######## cdf_engine_flat ########
--- src/rtl/cdf_engine_if.sv ---
// -----------------------------------------------------------------------------
// cdf_engine_if
// Scratch-memory port bundle used by cdf_engine: one read port (address,
// enable, data returned one cycle after RE) and one write port.
//   master : the engine side (drives addresses, enables and write data)
//   slave  : the memory side (returns ReadData1)
// Parameters:
//   ADDR_W : word address width
//   WORD_W : memory word width
// -----------------------------------------------------------------------------
interface cdf_engine_if #(
    parameter int ADDR_W = 16,
    parameter int WORD_W = 128
);
    logic [ADDR_W-1:0] ReadAddress1;
    logic              RE;
    logic [WORD_W-1:0] ReadData1;
    logic              WE;
    logic [ADDR_W-1:0] WriteAddress;
    logic [WORD_W-1:0] WriteBus;

    modport master (
        output ReadAddress1,
        output RE,
        input  ReadData1,
        output WE,
        output WriteAddress,
        output WriteBus
    );

    modport slave (
        input  ReadAddress1,
        input  RE,
        output ReadData1,
        input  WE,
        input  WriteAddress,
        input  WriteBus
    );
endinterface

--- src/rtl/cdf_engine.sv ---
// -----------------------------------------------------------------------------
// cdf_engine
// Streams a packed histogram from scratch memory, forms a saturating running
// prefix sum over all bins and writes the packed CDF to a second region.
// One word per three cycles (read, compute, write).
//
// Optional feature macro: CDF_MIN_TRACK_EN
//   defined   : cdf_min / cdf_min_valid report the first non-zero CDF value
//   undefined : no tracking logic; cdf_min and cdf_min_valid are tied to 0
//
// Ports:
//   clk           : rising-edge clock
//   reset         : synchronous, active-low reset
//   cdf_start     : run request, sampled only while idle
//   hist_base     : word address of histogram word 0 (latched at start)
//   cdf_base      : word address of CDF word 0 (latched at start)
//   mem           : scratch-memory read/write port (cdf_engine_if.master)
//   busy          : run in progress
//   cdf_done      : one-cycle completion pulse
//   cdf_total     : unsaturated sum of all bins of the last run
//   cdf_saturated : some output lane of the last run was clipped
//   cdf_min       : first non-zero CDF value
//   cdf_min_valid : cdf_min holds a found value
//
// State table:
//   IDLE | waiting for cdf_start; bases latched and run state cleared on start
//   RD   | read request for histogram word idx
//   CALC | prefix-sum the returned word into the write buffer
//   WR   | write CDF word idx, advance idx or finish
//   DONE | completion pulse, then back to IDLE
// -----------------------------------------------------------------------------
module cdf_engine #(
    parameter int BIN_W         = 16,
    parameter int BINS_PER_WORD = 8,
    parameter int NUM_BINS      = 256,
    parameter int ADDR_W        = 16,
    parameter int SUM_W         = 24
) (
    input  logic                 clk,
    input  logic                 reset,
    input  logic                 cdf_start,
    input  logic [ADDR_W-1:0]    hist_base,
    input  logic [ADDR_W-1:0]    cdf_base,
    cdf_engine_if.master         mem,
    output logic                 busy,
    output logic                 cdf_done,
    output logic [SUM_W-1:0]     cdf_total,
    output logic                 cdf_saturated,
    output logic [BIN_W-1:0]     cdf_min,
    output logic                 cdf_min_valid
);

    localparam int WORD_W    = BIN_W * BINS_PER_WORD;
    localparam int NUM_WORDS = NUM_BINS / BINS_PER_WORD;
    localparam int IDX_W     = (NUM_WORDS > 1) ? $clog2(NUM_WORDS) : 1;

    localparam logic [SUM_W-1:0] BIN_MAX = {{(SUM_W-BIN_W){1'b0}}, {BIN_W{1'b1}}};
    localparam logic [IDX_W-1:0] LAST_IDX = IDX_W'(NUM_WORDS - 1);

    typedef enum logic [2:0] {
        IDLE = 3'd0,
        RD   = 3'd1,
        CALC = 3'd2,
        WR   = 3'd3,
        DONE = 3'd4
    } state_t;

    state_t state_q;
    state_t state_next;

    logic [IDX_W-1:0]  idx_q;
    logic [ADDR_W-1:0] hist_base_q;
    logic [ADDR_W-1:0] cdf_base_q;
    logic [SUM_W-1:0]  acc_q;

    // registered copies of every output
    logic [ADDR_W-1:0] rd_addr_q;
    logic              re_q;
    logic              we_q;
    logic [ADDR_W-1:0] wr_addr_q;
    logic [WORD_W-1:0] wr_bus_q;
    logic              busy_q;
    logic              done_q;
    logic [SUM_W-1:0]  total_q;
    logic              sat_q;

    logic              last_word;
    logic [SUM_W-1:0]  run_sum;
    logic [WORD_W-1:0] out_word;
    logic              any_clip;

    assign last_word = (idx_q == LAST_IDX);

    // -------------------------------------------------------------------------
    // Next-state logic
    // -------------------------------------------------------------------------
    always_comb begin
        state_next = state_q;
        case (state_q)
            IDLE: if (cdf_start) state_next = RD;
            RD:   state_next = CALC;
            CALC: state_next = WR;
            WR:   state_next = last_word ? DONE : RD;
            DONE: state_next = IDLE;
            default: state_next = IDLE;
        endcase
    end

    // -------------------------------------------------------------------------
    // Lane prefix sums. The accumulator is wide enough for an all-ones
    // histogram, so run_sum never wraps; only the per-lane output clips.
    // -------------------------------------------------------------------------
    always_comb begin
        run_sum  = acc_q;
        out_word = '0;
        any_clip = 1'b0;
        for (int k = 0; k < BINS_PER_WORD; k++) begin
            run_sum = run_sum + SUM_W'(mem.ReadData1[k*BIN_W +: BIN_W]);
            if (run_sum > BIN_MAX) begin
                out_word[k*BIN_W +: BIN_W] = {BIN_W{1'b1}};
                any_clip                   = 1'b1;
            end else begin
                out_word[k*BIN_W +: BIN_W] = run_sum[BIN_W-1:0];
            end
        end
    end

`ifdef CDF_MIN_TRACK_EN
    logic [BIN_W-1:0] min_q;
    logic             min_valid_q;
    logic             min_hit;
    logic [BIN_W-1:0] min_val;

    // Lowest lane of this word with a non-zero output.
    always_comb begin
        min_hit = 1'b0;
        min_val = '0;
        for (int k = 0; k < BINS_PER_WORD; k++) begin
            if (!min_hit && (out_word[k*BIN_W +: BIN_W] != '0)) begin
                min_hit = 1'b1;
                min_val = out_word[k*BIN_W +: BIN_W];
            end
        end
    end

    always_ff @(posedge clk) begin
        if (!reset) begin
            min_q       <= '0;
            min_valid_q <= 1'b0;
        end else if (state_q == IDLE && cdf_start) begin
            min_q       <= '0;
            min_valid_q <= 1'b0;
        end else if (state_q == CALC && !min_valid_q && min_hit) begin
            min_q       <= min_val;
            min_valid_q <= 1'b1;
        end
    end

    assign cdf_min       = min_q;
    assign cdf_min_valid = min_valid_q;
`else
    assign cdf_min       = '0;
    assign cdf_min_valid = 1'b0;
`endif

    // -------------------------------------------------------------------------
    // State, datapath and registered outputs. Strobes are registered from
    // state_next so they line up with the state they belong to.
    // -------------------------------------------------------------------------
    always_ff @(posedge clk) begin
        if (!reset) begin
            state_q     <= IDLE;
            idx_q       <= '0;
            hist_base_q <= '0;
            cdf_base_q  <= '0;
            acc_q       <= '0;
            rd_addr_q   <= '0;
            re_q        <= 1'b0;
            we_q        <= 1'b0;
            wr_addr_q   <= '0;
            wr_bus_q    <= '0;
            busy_q      <= 1'b0;
            done_q      <= 1'b0;
            total_q     <= '0;
            sat_q       <= 1'b0;
        end else begin
            state_q <= state_next;
            re_q    <= (state_next == RD);
            we_q    <= (state_next == WR);
            busy_q  <= (state_next == RD) || (state_next == CALC) || (state_next == WR);
            done_q  <= (state_next == DONE);

            case (state_q)
                IDLE: begin
                    if (cdf_start) begin
                        hist_base_q <= hist_base;
                        cdf_base_q  <= cdf_base;
                        acc_q       <= '0;
                        idx_q       <= '0;
                        sat_q       <= 1'b0;
                        rd_addr_q   <= hist_base;
                    end
                end
                CALC: begin
                    acc_q     <= run_sum;
                    wr_bus_q  <= out_word;
                    wr_addr_q <= cdf_base_q + ADDR_W'(idx_q);
                    if (any_clip) sat_q <= 1'b1;
                end
                WR: begin
                    if (last_word) begin
                        // total is published together with the done pulse
                        total_q <= acc_q;
                    end else begin
                        idx_q     <= idx_q + IDX_W'(1);
                        rd_addr_q <= hist_base_q + ADDR_W'(idx_q) + ADDR_W'(1);
                    end
                end
                default: ;
            endcase
        end
    end

    assign mem.ReadAddress1 = rd_addr_q;
    assign mem.RE           = re_q;
    assign mem.WE           = we_q;
    assign mem.WriteAddress = wr_addr_q;
    assign mem.WriteBus     = wr_bus_q;
    assign busy             = busy_q;
    assign cdf_done         = done_q;
    assign cdf_total        = total_q;
    assign cdf_saturated    = sat_q;

endmodule
--- src/flat_wrapper.sv ---
// flat-port wrapper written by rule: the top's interface ports become plain ports
module cdf_engine_flat 
#(
    parameter int BIN_W         = 16,
    parameter int BINS_PER_WORD = 8,
    parameter int NUM_BINS      = 256,
    parameter int ADDR_W        = 16,
    parameter int SUM_W         = 24
)
  (clk, reset, cdf_start, hist_base, cdf_base, busy, cdf_done, cdf_total, cdf_saturated, cdf_min, cdf_min_valid, mem_ReadAddress1, mem_RE, mem_ReadData1, mem_WE, mem_WriteAddress, mem_WriteBus);
  cdf_engine_if #(.ADDR_W(ADDR_W)) mem_i ();
  input  logic clk;
  input  logic reset;
  input  logic cdf_start;
  input  logic [ADDR_W-1:0] hist_base;
  input  logic [ADDR_W-1:0] cdf_base;
  output logic busy;
  output logic cdf_done;
  output logic [SUM_W-1:0] cdf_total;
  output logic cdf_saturated;
  output logic [BIN_W-1:0] cdf_min;
  output logic cdf_min_valid;
  output wire logic [$bits(mem_i.ReadAddress1)-1:0] mem_ReadAddress1;
  output wire logic [$bits(mem_i.RE)-1:0] mem_RE;
  input wire logic [$bits(mem_i.ReadData1)-1:0] mem_ReadData1;
  output wire logic [$bits(mem_i.WE)-1:0] mem_WE;
  output wire logic [$bits(mem_i.WriteAddress)-1:0] mem_WriteAddress;
  output wire logic [$bits(mem_i.WriteBus)-1:0] mem_WriteBus;
  assign mem_ReadAddress1 = mem_i.ReadAddress1;
  assign mem_RE = mem_i.RE;
  assign mem_i.ReadData1 = mem_ReadData1;
  assign mem_WE = mem_i.WE;
  assign mem_WriteAddress = mem_i.WriteAddress;
  assign mem_WriteBus = mem_i.WriteBus;
  cdf_engine #(.BIN_W(BIN_W), .BINS_PER_WORD(BINS_PER_WORD), .NUM_BINS(NUM_BINS), .ADDR_W(ADDR_W), .SUM_W(SUM_W)) u_core (.clk(clk), .reset(reset), .cdf_start(cdf_start), .hist_base(hist_base), .cdf_base(cdf_base), .mem(mem_i), .busy(busy), .cdf_done(cdf_done), .cdf_total(cdf_total), .cdf_saturated(cdf_saturated), .cdf_min(cdf_min), .cdf_min_valid(cdf_min_valid));
endmodule
--- config.mk ---
export PLATFORM = sky130hd
export DESIGN_NAME = cdf_engine_flat
export DESIGN_NICKNAME = d
export VERILOG_FILES = /design/src/rtl/cdf_engine_if.sv /design/src/rtl/cdf_engine.sv /design/src/flat_wrapper.sv
export SDC_FILE = /design/constraint.sdc
export NUM_CORES = 1
export LEC_CHECK = 0
export CORE_ASPECT_RATIO = 2
export CORE_UTILIZATION = 41
export CTS_CLUSTER_DIAMETER = 100
export DETAILED_ROUTE_END_ITERATION = 7
export GPL_TIMING_DRIVEN = 0
export PLACE_DENSITY_LB_ADDON = 0.25
export SLEW_MARGIN = 10
export SYNTH_ARGS = -nofsm -noshare
export SYNTH_HDL_FRONTEND = slang
export SYNTH_SLANG_ARGS = --single-unit
--- constraint.sdc ---
create_clock -name clk -period 40.9 [get_ports clk]
set_input_delay 8.18 -clock clk [delete_from_list [all_inputs] [get_ports clk]]
set_output_delay 8.18 -clock clk [all_outputs]
set_load 0.02 [all_outputs]
Fig. 1: cdf_engine_flat, M3 wires
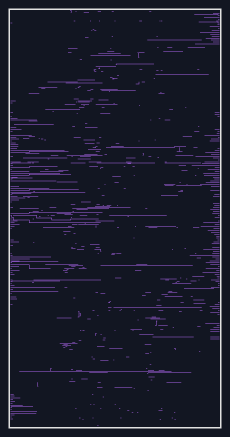
wire length on this layer	3870 um
share of all routed wire	5.4%
main direction	horizontal
Via Count: 19090
Total Wirelength: 71.12 mm
met3 usage: 5.115%

Fig. 2: cdf_engine_flat, nets reached from selected ports
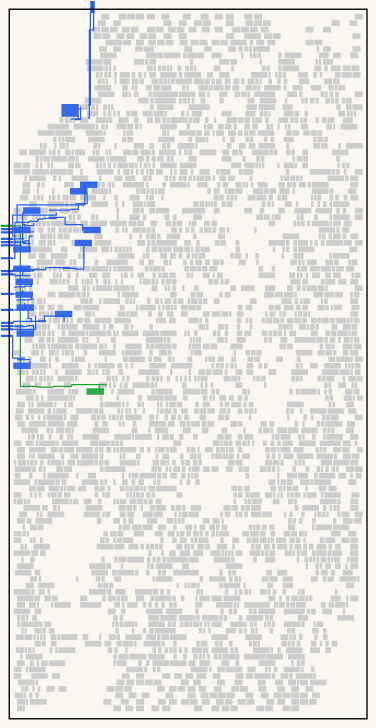
port	color	direction	edge	end cells	buffers	wire
mem_ReadAddress1	blue	output	14 left, 2 top	16	16	544 um
mem_WE	green	output	left	1	1	113 um
# port buffers: 351
# IOs: 369

==> deck_impl_summary.md <==
Key Metrics from the Run

Layout
  • Max reg flops: roughly 130
  • Fin cells: about 3300

Placed design
  • HPWL after DPL: roughly 58 mm

Floorplanning
  • Core area: ~43000 sq um

Min path
  • Hold wc startpoint: u_core.mem.ReadAddress1[2]$_SDFFE_PN0P_

Clock tree
  • Max clock buf depth: 3
  • CTS root buffer: clkbuf_16

Critical path
  • CP endpoint: u_core.mem.WriteBus[118]$_SDFFE_PN0P_
  • CP Class: input pin to flip-flop
  • Crit-path slowest cell: a211oi_1
  • CP most frequent cell: ha_1
  • CP Max Fanout: 10

Final timing
  • Final Skew: roughly 0.015 ns
  • Slew HR: about a quarter

Status
  • Status: complete, no violations

Drt
  • Vias per std cell: roughly 5.7

######## imem_load_ctrl ########
Fig. 3: imem_load_ctrl, nets reached from selected ports
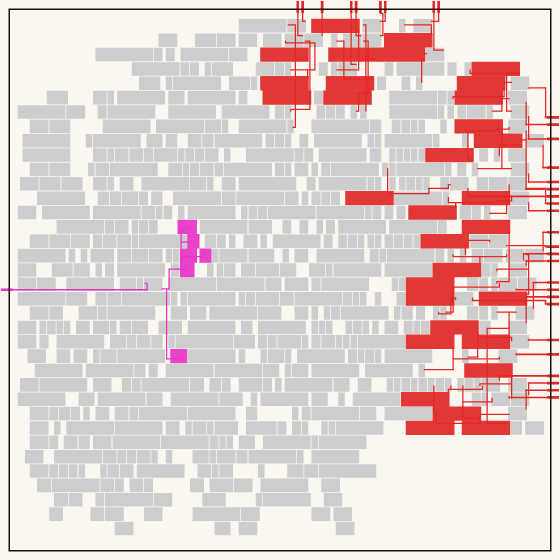
Fig. 4: imem_load_ctrl, placement view
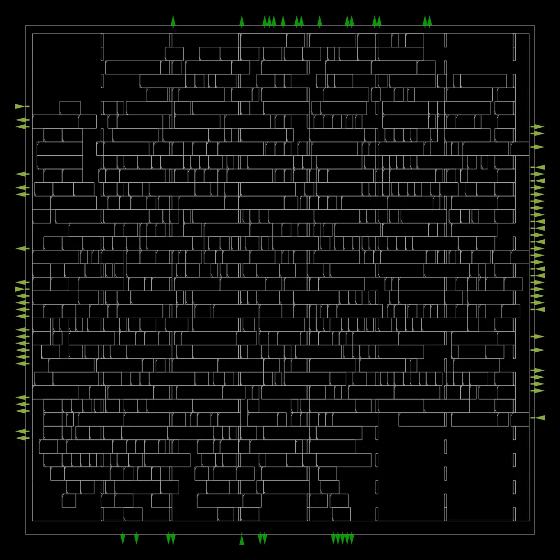
File: src/rtl/imem_load_ctrl.sv
// Packs UART bytes little-endian into words and writes them to IMEM while holding the CPU in reset.
// Latency: imem_wr one cycle after a word's 4th byte; never backpressures, accepts a byte every cycle.
module imem_load_ctrl #(
    parameter int ADDR_WIDTH     = 16,
    parameter int RELEASE_CYCLES = 4
) (
    input  logic                  clk,
    input  logic                  reset,
    input  logic                  load_imem,
    input  logic                  rx_valid,
    input  logic [7:0]            rx_data,
    output logic                  imem_wr,
    output logic [ADDR_WIDTH-3:0] imem_addr,
    output logic [31:0]           imem_wdata,
    output logic [3:0]            imem_byte_en,
    output logic                  cpu_hold,
    output logic                  load_busy,
    output logic [ADDR_WIDTH:0]   byte_cnt,
    output logic                  overflow
);
    localparam int             WAW       = ADDR_WIDTH - 2;
    localparam logic [WAW-1:0] LAST_WORD = '1;
    localparam logic [7:0]     REL_LAST  = 8'(RELEASE_CYCLES - 1);

    typedef enum logic [1:0] {
        IDLE    = 2'd0,
        LOAD    = 2'd1,
        FLUSH   = 2'd2,
        RELEASE = 2'd3
    } state_t;

    state_t state;
    state_t state_nxt;

    logic [1:0]            lane;
    logic [1:0]            lane_nxt;
    logic [WAW-1:0]        word_addr;
    logic [WAW-1:0]        word_addr_nxt;
    logic                  full;
    logic                  full_nxt;
    logic [23:0]           asm_buf;
    logic [23:0]           asm_buf_nxt;
    logic [7:0]            rel_cnt;
    logic [7:0]            rel_cnt_nxt;
    logic                  wr_nxt;
    logic [WAW-1:0]        addr_nxt;
    logic [31:0]           wdata_nxt;
    logic [3:0]            be_nxt;
    logic [ADDR_WIDTH:0]   byte_cnt_nxt;
    logic                  overflow_nxt;
    logic                  start_session;

    // A session may start from IDLE or restart from RELEASE without dropping cpu_hold.
    assign start_session = load_imem && ((state == IDLE) || (state == RELEASE));

    always_ff @(posedge clk or posedge reset) begin
        if (reset) begin
            state <= IDLE;
        end else begin
            state <= state_nxt;
        end
    end

    always_comb begin
        state_nxt = state;
        case (state)
            IDLE: begin
                if (load_imem) state_nxt = LOAD;
            end
            LOAD: begin
                if (!load_imem) state_nxt = FLUSH;
            end
            FLUSH: begin
                state_nxt = RELEASE;
            end
            RELEASE: begin
                if (load_imem) begin
                    state_nxt = LOAD;
                end else if (rel_cnt == REL_LAST) begin
                    state_nxt = IDLE;
                end
            end
            default: state_nxt = IDLE;
        endcase
    end

    always_comb begin
        wr_nxt        = 1'b0;
        be_nxt        = 4'h0;
        addr_nxt      = imem_addr;
        wdata_nxt     = imem_wdata;
        lane_nxt      = lane;
        word_addr_nxt = word_addr;
        full_nxt      = full;
        asm_buf_nxt   = asm_buf;
        byte_cnt_nxt  = byte_cnt;
        overflow_nxt  = overflow;
        rel_cnt_nxt   = 8'd0;

        if (start_session) begin
            lane_nxt      = 2'd0;
            word_addr_nxt = '0;
            full_nxt      = 1'b0;
            byte_cnt_nxt  = '0;
            overflow_nxt  = 1'b0;
        end else begin
            case (state)
                LOAD: begin
                    if (rx_valid) begin
                        if (full) begin
                            overflow_nxt = 1'b1;
                        end else begin
                            byte_cnt_nxt = byte_cnt + 1'b1;
                            if (lane == 2'd3) begin
                                wr_nxt    = 1'b1;
                                be_nxt    = 4'hF;
                                addr_nxt  = word_addr;
                                wdata_nxt = {rx_data, asm_buf};
                                lane_nxt  = 2'd0;
                                // The last word pins the address instead of wrapping to 0.
                                if (word_addr == LAST_WORD) begin
                                    full_nxt = 1'b1;
                                end else begin
                                    word_addr_nxt = word_addr + 1'b1;
                                end
                            end else begin
                                asm_buf_nxt[{lane, 3'b000} +: 8] = rx_data;
                                lane_nxt = lane + 1'b1;
                            end
                        end
                    end
                end
                FLUSH: begin
                    lane_nxt = 2'd0;
                    if ((lane != 2'd0) && !full) begin
                        wr_nxt   = 1'b1;
                        addr_nxt = word_addr;
                        // Lanes not yet written this word may hold stale bytes; zero them.
                        case (lane)
                            2'd1: begin
                                be_nxt    = 4'b0001;
                                wdata_nxt = {24'h0, asm_buf[7:0]};
                            end
                            2'd2: begin
                                be_nxt    = 4'b0011;
                                wdata_nxt = {16'h0, asm_buf[15:0]};
                            end
                            default: begin
                                be_nxt    = 4'b0111;
                                wdata_nxt = {8'h0, asm_buf[23:0]};
                            end
                        endcase
                    end
                end
                RELEASE: begin
                    if (rel_cnt != REL_LAST) rel_cnt_nxt = rel_cnt + 1'b1;
                end
                default: begin
                end
            endcase
        end
    end

    always_ff @(posedge clk or posedge reset) begin
        if (reset) begin
            imem_wr      <= 1'b0;
            imem_addr    <= '0;
            imem_wdata   <= 32'h0;
            imem_byte_en <= 4'h0;
            cpu_hold     <= 1'b0;
            load_busy    <= 1'b0;
            byte_cnt     <= '0;
            overflow     <= 1'b0;
            lane         <= 2'd0;
            word_addr    <= '0;
            full         <= 1'b0;
            asm_buf      <= 24'h0;
            rel_cnt      <= 8'd0;
        end else begin
            imem_wr      <= wr_nxt;
            imem_addr    <= addr_nxt;
            imem_wdata   <= wdata_nxt;
            imem_byte_en <= be_nxt;
            cpu_hold     <= (state_nxt != IDLE);
            load_busy    <= (state_nxt != IDLE);
            byte_cnt     <= byte_cnt_nxt;
            overflow     <= overflow_nxt;
            lane         <= lane_nxt;
            word_addr    <= word_addr_nxt;
            full         <= full_nxt;
            asm_buf      <= asm_buf_nxt;
            rel_cnt      <= rel_cnt_nxt;
        end
    end

endmodule
File: config.mk
export PLATFORM = sky130hd
export DESIGN_NAME = imem_load_ctrl
export DESIGN_NICKNAME = d
export VERILOG_FILES = /design/src/rtl/imem_load_ctrl.sv
export SDC_FILE = /design/constraint.sdc
export NUM_CORES = 1
export LEC_CHECK = 0
export CORE_UTILIZATION = 54
export DETAILED_ROUTE_END_ITERATION = 10
export PLACE_DENSITY = 0.87
export SYNTH_ARGS = -nofsm -noshare
export SYNTH_HDL_FRONTEND = slang
export SYNTH_SLANG_ARGS = --single-unit
File: constraint.sdc
create_clock -name clk -period 4.6 [get_ports clk]
set_input_delay 0.69 -clock clk [delete_from_list [all_inputs] [get_ports clk]]
set_output_delay 0.69 -clock clk [all_outputs]
set_load 0.005 [all_outputs]
==> deck_impl_summary.md <==
Key Metrics from the Run

Layout
  • Inverters: 20
  • # diodes: 0
  • Largest Register: imem_wdata

Yosys
  • Yosys adder share: under 10%
  • Ao+oa area frac: roughly an eighth
  • Area reported by Yosys stat: roughly 5400 sq um
  • Commonest flop: dfrtp_1
  • Gate Count Post-Synth: between 500 and 600

Critical path
  • Reg-to-reg endpoint: asm_buf[4]$_DFFE_PP0P_
  • CP Class: flip-flop to flip-flop

Clock tree
  • Max clock buf depth: 2
  • CTS Buf Count: 17
  • Hold Buf Count CTS: 0

Power and ir drop
  • Seq pwr share: a little over a third
  • Sequential power: around 1300 uW

Floorplanning
  • Die Height: about 100 um
  • Num rows: 36

Drt
  • DRC: 0
  • Via Count: 4558
  • Total Wirelength: around 13 mm

Status
  • Status: complete, no violations

GRT
  • Antenna violations before repair: 0
About Fig. 3:
port	color	direction	edge	end cells	buffers	wire
rx_valid	magenta	input	left	6	1	68.7 um
imem_wdata	red	output	23 right, 9 top	32	32	671 um
# IOs: 83
# port buffers: 82

About Fig. 4:
Fillers: 665
proportion of cell area occupied by registers: 43.06%
post-route core utilization: 71.35%
seq_cells: 120


######## osc_channel ########
Fig. 5: osc_channel, signal metal coverage by tile
The die is cut into 22 by 14 equal tiles; black is low, pale yellow is high, scaled to the fullest tile. Values are wire area over tile area, all layers added.
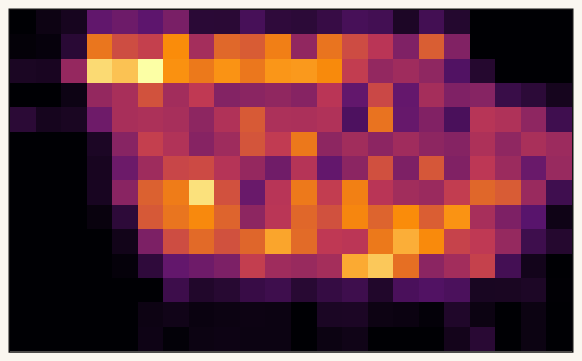
File: config.mk
export PLATFORM = sky130hd
export DESIGN_NAME = osc_channel
export DESIGN_NICKNAME = d
export VERILOG_FILES = /design/src/rtl/osc_pkg.sv /design/src/rtl/seq_mult_su.sv /design/src/rtl/osc_channel.sv
export SDC_FILE = /design/constraint.sdc
export NUM_CORES = 1
export LEC_CHECK = 0
export CORE_ASPECT_RATIO = 0.6
export CORE_MARGIN = 2
export CORE_UTILIZATION = 33
export DETAILED_ROUTE_END_ITERATION = 10
export SLEW_MARGIN = 20
export SYNTH_ARGS = -nofsm -noshare
export SYNTH_HDL_FRONTEND = slang
export SYNTH_HIERARCHICAL = 1
export SYNTH_SLANG_ARGS = --single-unit
export TNS_END_PERCENT = 5
File: constraint.sdc
create_clock -name clk -period 3.6 [get_ports clk]
set_input_delay 0.36 -clock clk [delete_from_list [all_inputs] [get_ports clk]]
set_output_delay 0.36 -clock clk [all_outputs]
set_load 0.02 [all_outputs]
File: src/rtl/osc_pkg.sv
// Shared definitions for the oscillator channel: waveform codes, FSM states and
// the raw-waveform helper.
package osc_pkg;

  localparam logic [1:0] WAVE_SAW = 2'd0;
  localparam logic [1:0] WAVE_SQR = 2'd1;
  localparam logic [1:0] WAVE_TRI = 2'd2;
  localparam logic [1:0] WAVE_OFF = 2'd3;

  localparam int unsigned OSC_LATENCY = 18;
  localparam int unsigned MUL_ITER    = 16;

  typedef enum logic [1:0] {
    StIdle,
    StWave,
    StMul,
    StOut
  } osc_state_e;

  // Raw signed 16-bit sample from the top 16 phase bits; arithmetic wraps mod 2^16.
  function automatic logic [15:0] wave_raw(input logic [1:0] sel, input logic [15:0] u);
    logic [16:0] two_u;
    logic [15:0] raw;
    two_u = {u, 1'b0};
    unique case (sel)
      WAVE_SAW: raw = {~u[15], u[14:0]};
      WAVE_SQR: raw = u[15] ? 16'h8000 : 16'h7fff;
      WAVE_TRI: raw = u[15] ? 16'(17'd98303 - two_u) : 16'(two_u - 17'd32768);
      default:  raw = '0;
    endcase
    return raw;
  endfunction

endpackage

File: src/rtl/seq_mult_su.sv
// Sequential signed(W) x unsigned(W) shift-add multiplier, one multiplier bit per cycle.
module seq_mult_su
  import osc_pkg::*;
#(
  parameter int unsigned W = MUL_ITER
) (
  input  logic           clk,
  input  logic           reset,
  input  logic           start,
  input  logic [W-1:0]   a,
  input  logic [W-1:0]   b,
  output logic           done,
  output logic [2*W-1:0] product
);

  localparam int unsigned CntW = $clog2(W);

  logic [2*W-1:0] acc_q;
  logic [2*W-1:0] a_sh_q;
  logic [W-1:0]   b_q;
  logic [CntW-1:0] cnt_q;
  logic           run_q;

  always_ff @(posedge clk or posedge reset) begin
    if (reset) begin
      acc_q  <= '0;
      a_sh_q <= '0;
      b_q    <= '0;
      cnt_q  <= '0;
      run_q  <= 1'b0;
    end else if (start) begin
      acc_q  <= '0;
      a_sh_q <= {{W{a[W-1]}}, a};
      b_q    <= b;
      cnt_q  <= '0;
      run_q  <= 1'b1;
    end else if (run_q) begin
      // Sign-extended multiplicand: the sum is exact modulo 2^(2W), which the product fits.
      if (b_q[0]) begin
        acc_q <= acc_q + a_sh_q;
      end
      a_sh_q <= a_sh_q << 1;
      b_q    <= b_q >> 1;
      cnt_q  <= cnt_q + 1'b1;
      if (cnt_q == CntW'(W - 1)) begin
        run_q <= 1'b0;
      end
    end
  end

  // High during the final iteration; product is complete from the next cycle on.
  assign done    = run_q && (cnt_q == CntW'(W - 1));
  assign product = acc_q;

endmodule

File: src/rtl/osc_channel.sv
// One audio channel: phase accumulator, waveform shaping and amplitude scaling,
// producing one signed sample per accepted sample-rate trigger.
module osc_channel
  import osc_pkg::*;
#(
  parameter int unsigned PHASE_W = 24,
  parameter int unsigned DATA_W  = 16
) (
  input  logic               clk,
  input  logic               reset,
  input  logic               smpl_rate_trig,
  input  logic [PHASE_W-1:0] freq_inc,
  input  logic [1:0]         wave_sel,
  input  logic [DATA_W-1:0]  amplitude,
  output logic [DATA_W-1:0]  sample_out,
  output logic               sample_valid,
  output logic               busy,
  output logic               trig_overrun
);

  osc_state_e          state_q, state_d;
  logic [PHASE_W-1:0]  phase_q;
  logic [1:0]          wave_q;
  logic [DATA_W-1:0]   amp_q;
  logic                accept;
  logic                overrun_set;
  logic                mult_start;
  logic                mult_done;
  logic [DATA_W-1:0]   raw;
  logic [2*DATA_W-1:0] product;
  logic                unused_prod_lsb;

  assign raw             = wave_raw(wave_q, phase_q[PHASE_W-1 -: 16]);
  assign unused_prod_lsb = ^product[DATA_W-1:0];

  seq_mult_su #(
    .W(DATA_W)
  ) u_mult (
    .clk    (clk),
    .reset  (reset),
    .start  (mult_start),
    .a      (raw),
    .b      (amp_q),
    .done   (mult_done),
    .product(product)
  );

  always_comb begin
    state_d     = state_q;
    accept      = 1'b0;
    overrun_set = 1'b0;
    mult_start  = 1'b0;
    unique case (state_q)
      StIdle: begin
        if (smpl_rate_trig) begin
          accept  = 1'b1;
          state_d = StWave;
        end
      end
      StWave: begin
        mult_start  = 1'b1;
        overrun_set = smpl_rate_trig;
        state_d     = StMul;
      end
      StMul: begin
        overrun_set = smpl_rate_trig;
        if (mult_done) begin
          state_d = StOut;
        end
      end
      StOut: begin
        // IDLE is re-entered on this edge, so a coincident trigger starts the next sample.
        state_d = StIdle;
        if (smpl_rate_trig) begin
          accept  = 1'b1;
          state_d = StWave;
        end
      end
      default: state_d = StIdle;
    endcase
  end

  always_ff @(posedge clk or posedge reset) begin
    if (reset) begin
      state_q      <= StIdle;
      phase_q      <= '0;
      wave_q       <= WAVE_SAW;
      amp_q        <= '0;
      sample_out   <= '0;
      sample_valid <= 1'b0;
      trig_overrun <= 1'b0;
    end else begin
      state_q      <= state_d;
      sample_valid <= (state_q == StOut);
      if (accept) begin
        phase_q <= phase_q + freq_inc;
        wave_q  <= wave_sel;
        amp_q   <= amplitude;
      end
      if (state_q == StOut) begin
        sample_out <= product[2*DATA_W-1 -: DATA_W];
      end
      if (overrun_set) begin
        trig_overrun <= 1'b1;
      end
    end
  end

  assign busy = (state_q != StIdle);

endmodule

==> deck_impl_summary.md <==
Key Metrics from the Run

GRT
  • Met3 usage: 3.080%
  • M1 GR Usage: between 20% and 30%

Layout
  • Multi-input gates: 820
  • NumNets Final: between 1000 and 1500
  • Buffers, non-clock: ~76

Power and ir drop
  • Top power group: combinational cells
  • Switching Share: roughly 45%
  • PD cells: roughly 970 nW/um^2
  • Combinational share of power: 54.2%

Yosys
  • Commonest flop: dfrtp_1
  • Comb area leader: AND-OR/OR-AND gates
  • Synthesized area per cell: between 9 and 10 sq um
  • Asr flop ratio synth: 100.0%
  • Ys Warns: 6

Final timing
  • Final setup TNS: 0 ns
  • Least-Margin Pin Slew: 1.017 ns
  • Final worst slack: about 0.6 ns
  • Slew HR: about a third

Clock tree
  • Clock Sinks: ~150

Critical path
  • Critical path depth: 12
  • CP Max Fanout: 5

Status
  • Status: complete, no violations

Floorplanning
  • Chip width: around 220 um
  • Initial Util: between 30% and 40%
## Picture notes: Fig. 5
mean over tiles	0.12
fullest tile	0.41
nearly empty tiles	21%
densest ninth of the die	center
tiles over half the peak	23%
Via Count: 7653
Total Wirelength: 23.35 mm



==> gallery <==
Sequential cells colored by netlist name.
Other sequential cells in the stronger gray, the rest of the logic in the fainter gray.
Plate I
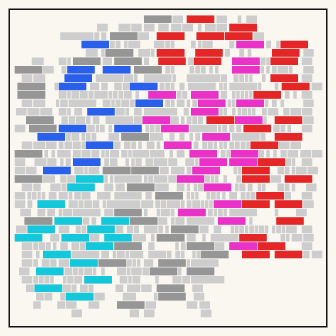
Plate II
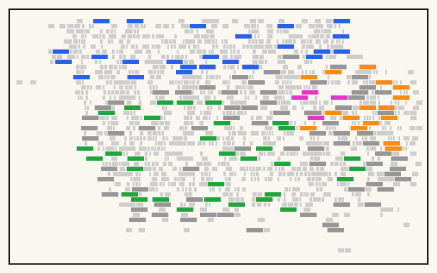
Plate III
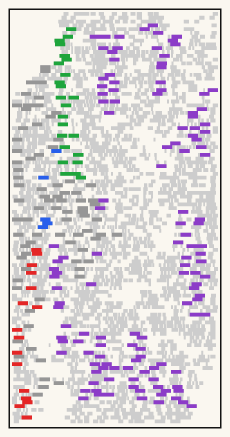
imem_load_ctrl: Plate I
osc_channel: Plate II
cdf_engine_flat: Plate III
The one with the fewest cells is Plate I.

Key to Plate I:
netlist name	color	placed flops
byte_cnt	cyan	17
asm_buf	magenta	24
word_addr	blue	14
imem_wdata	red	32
not colored	33

Power is estimated from default activity; no workload was simulated.
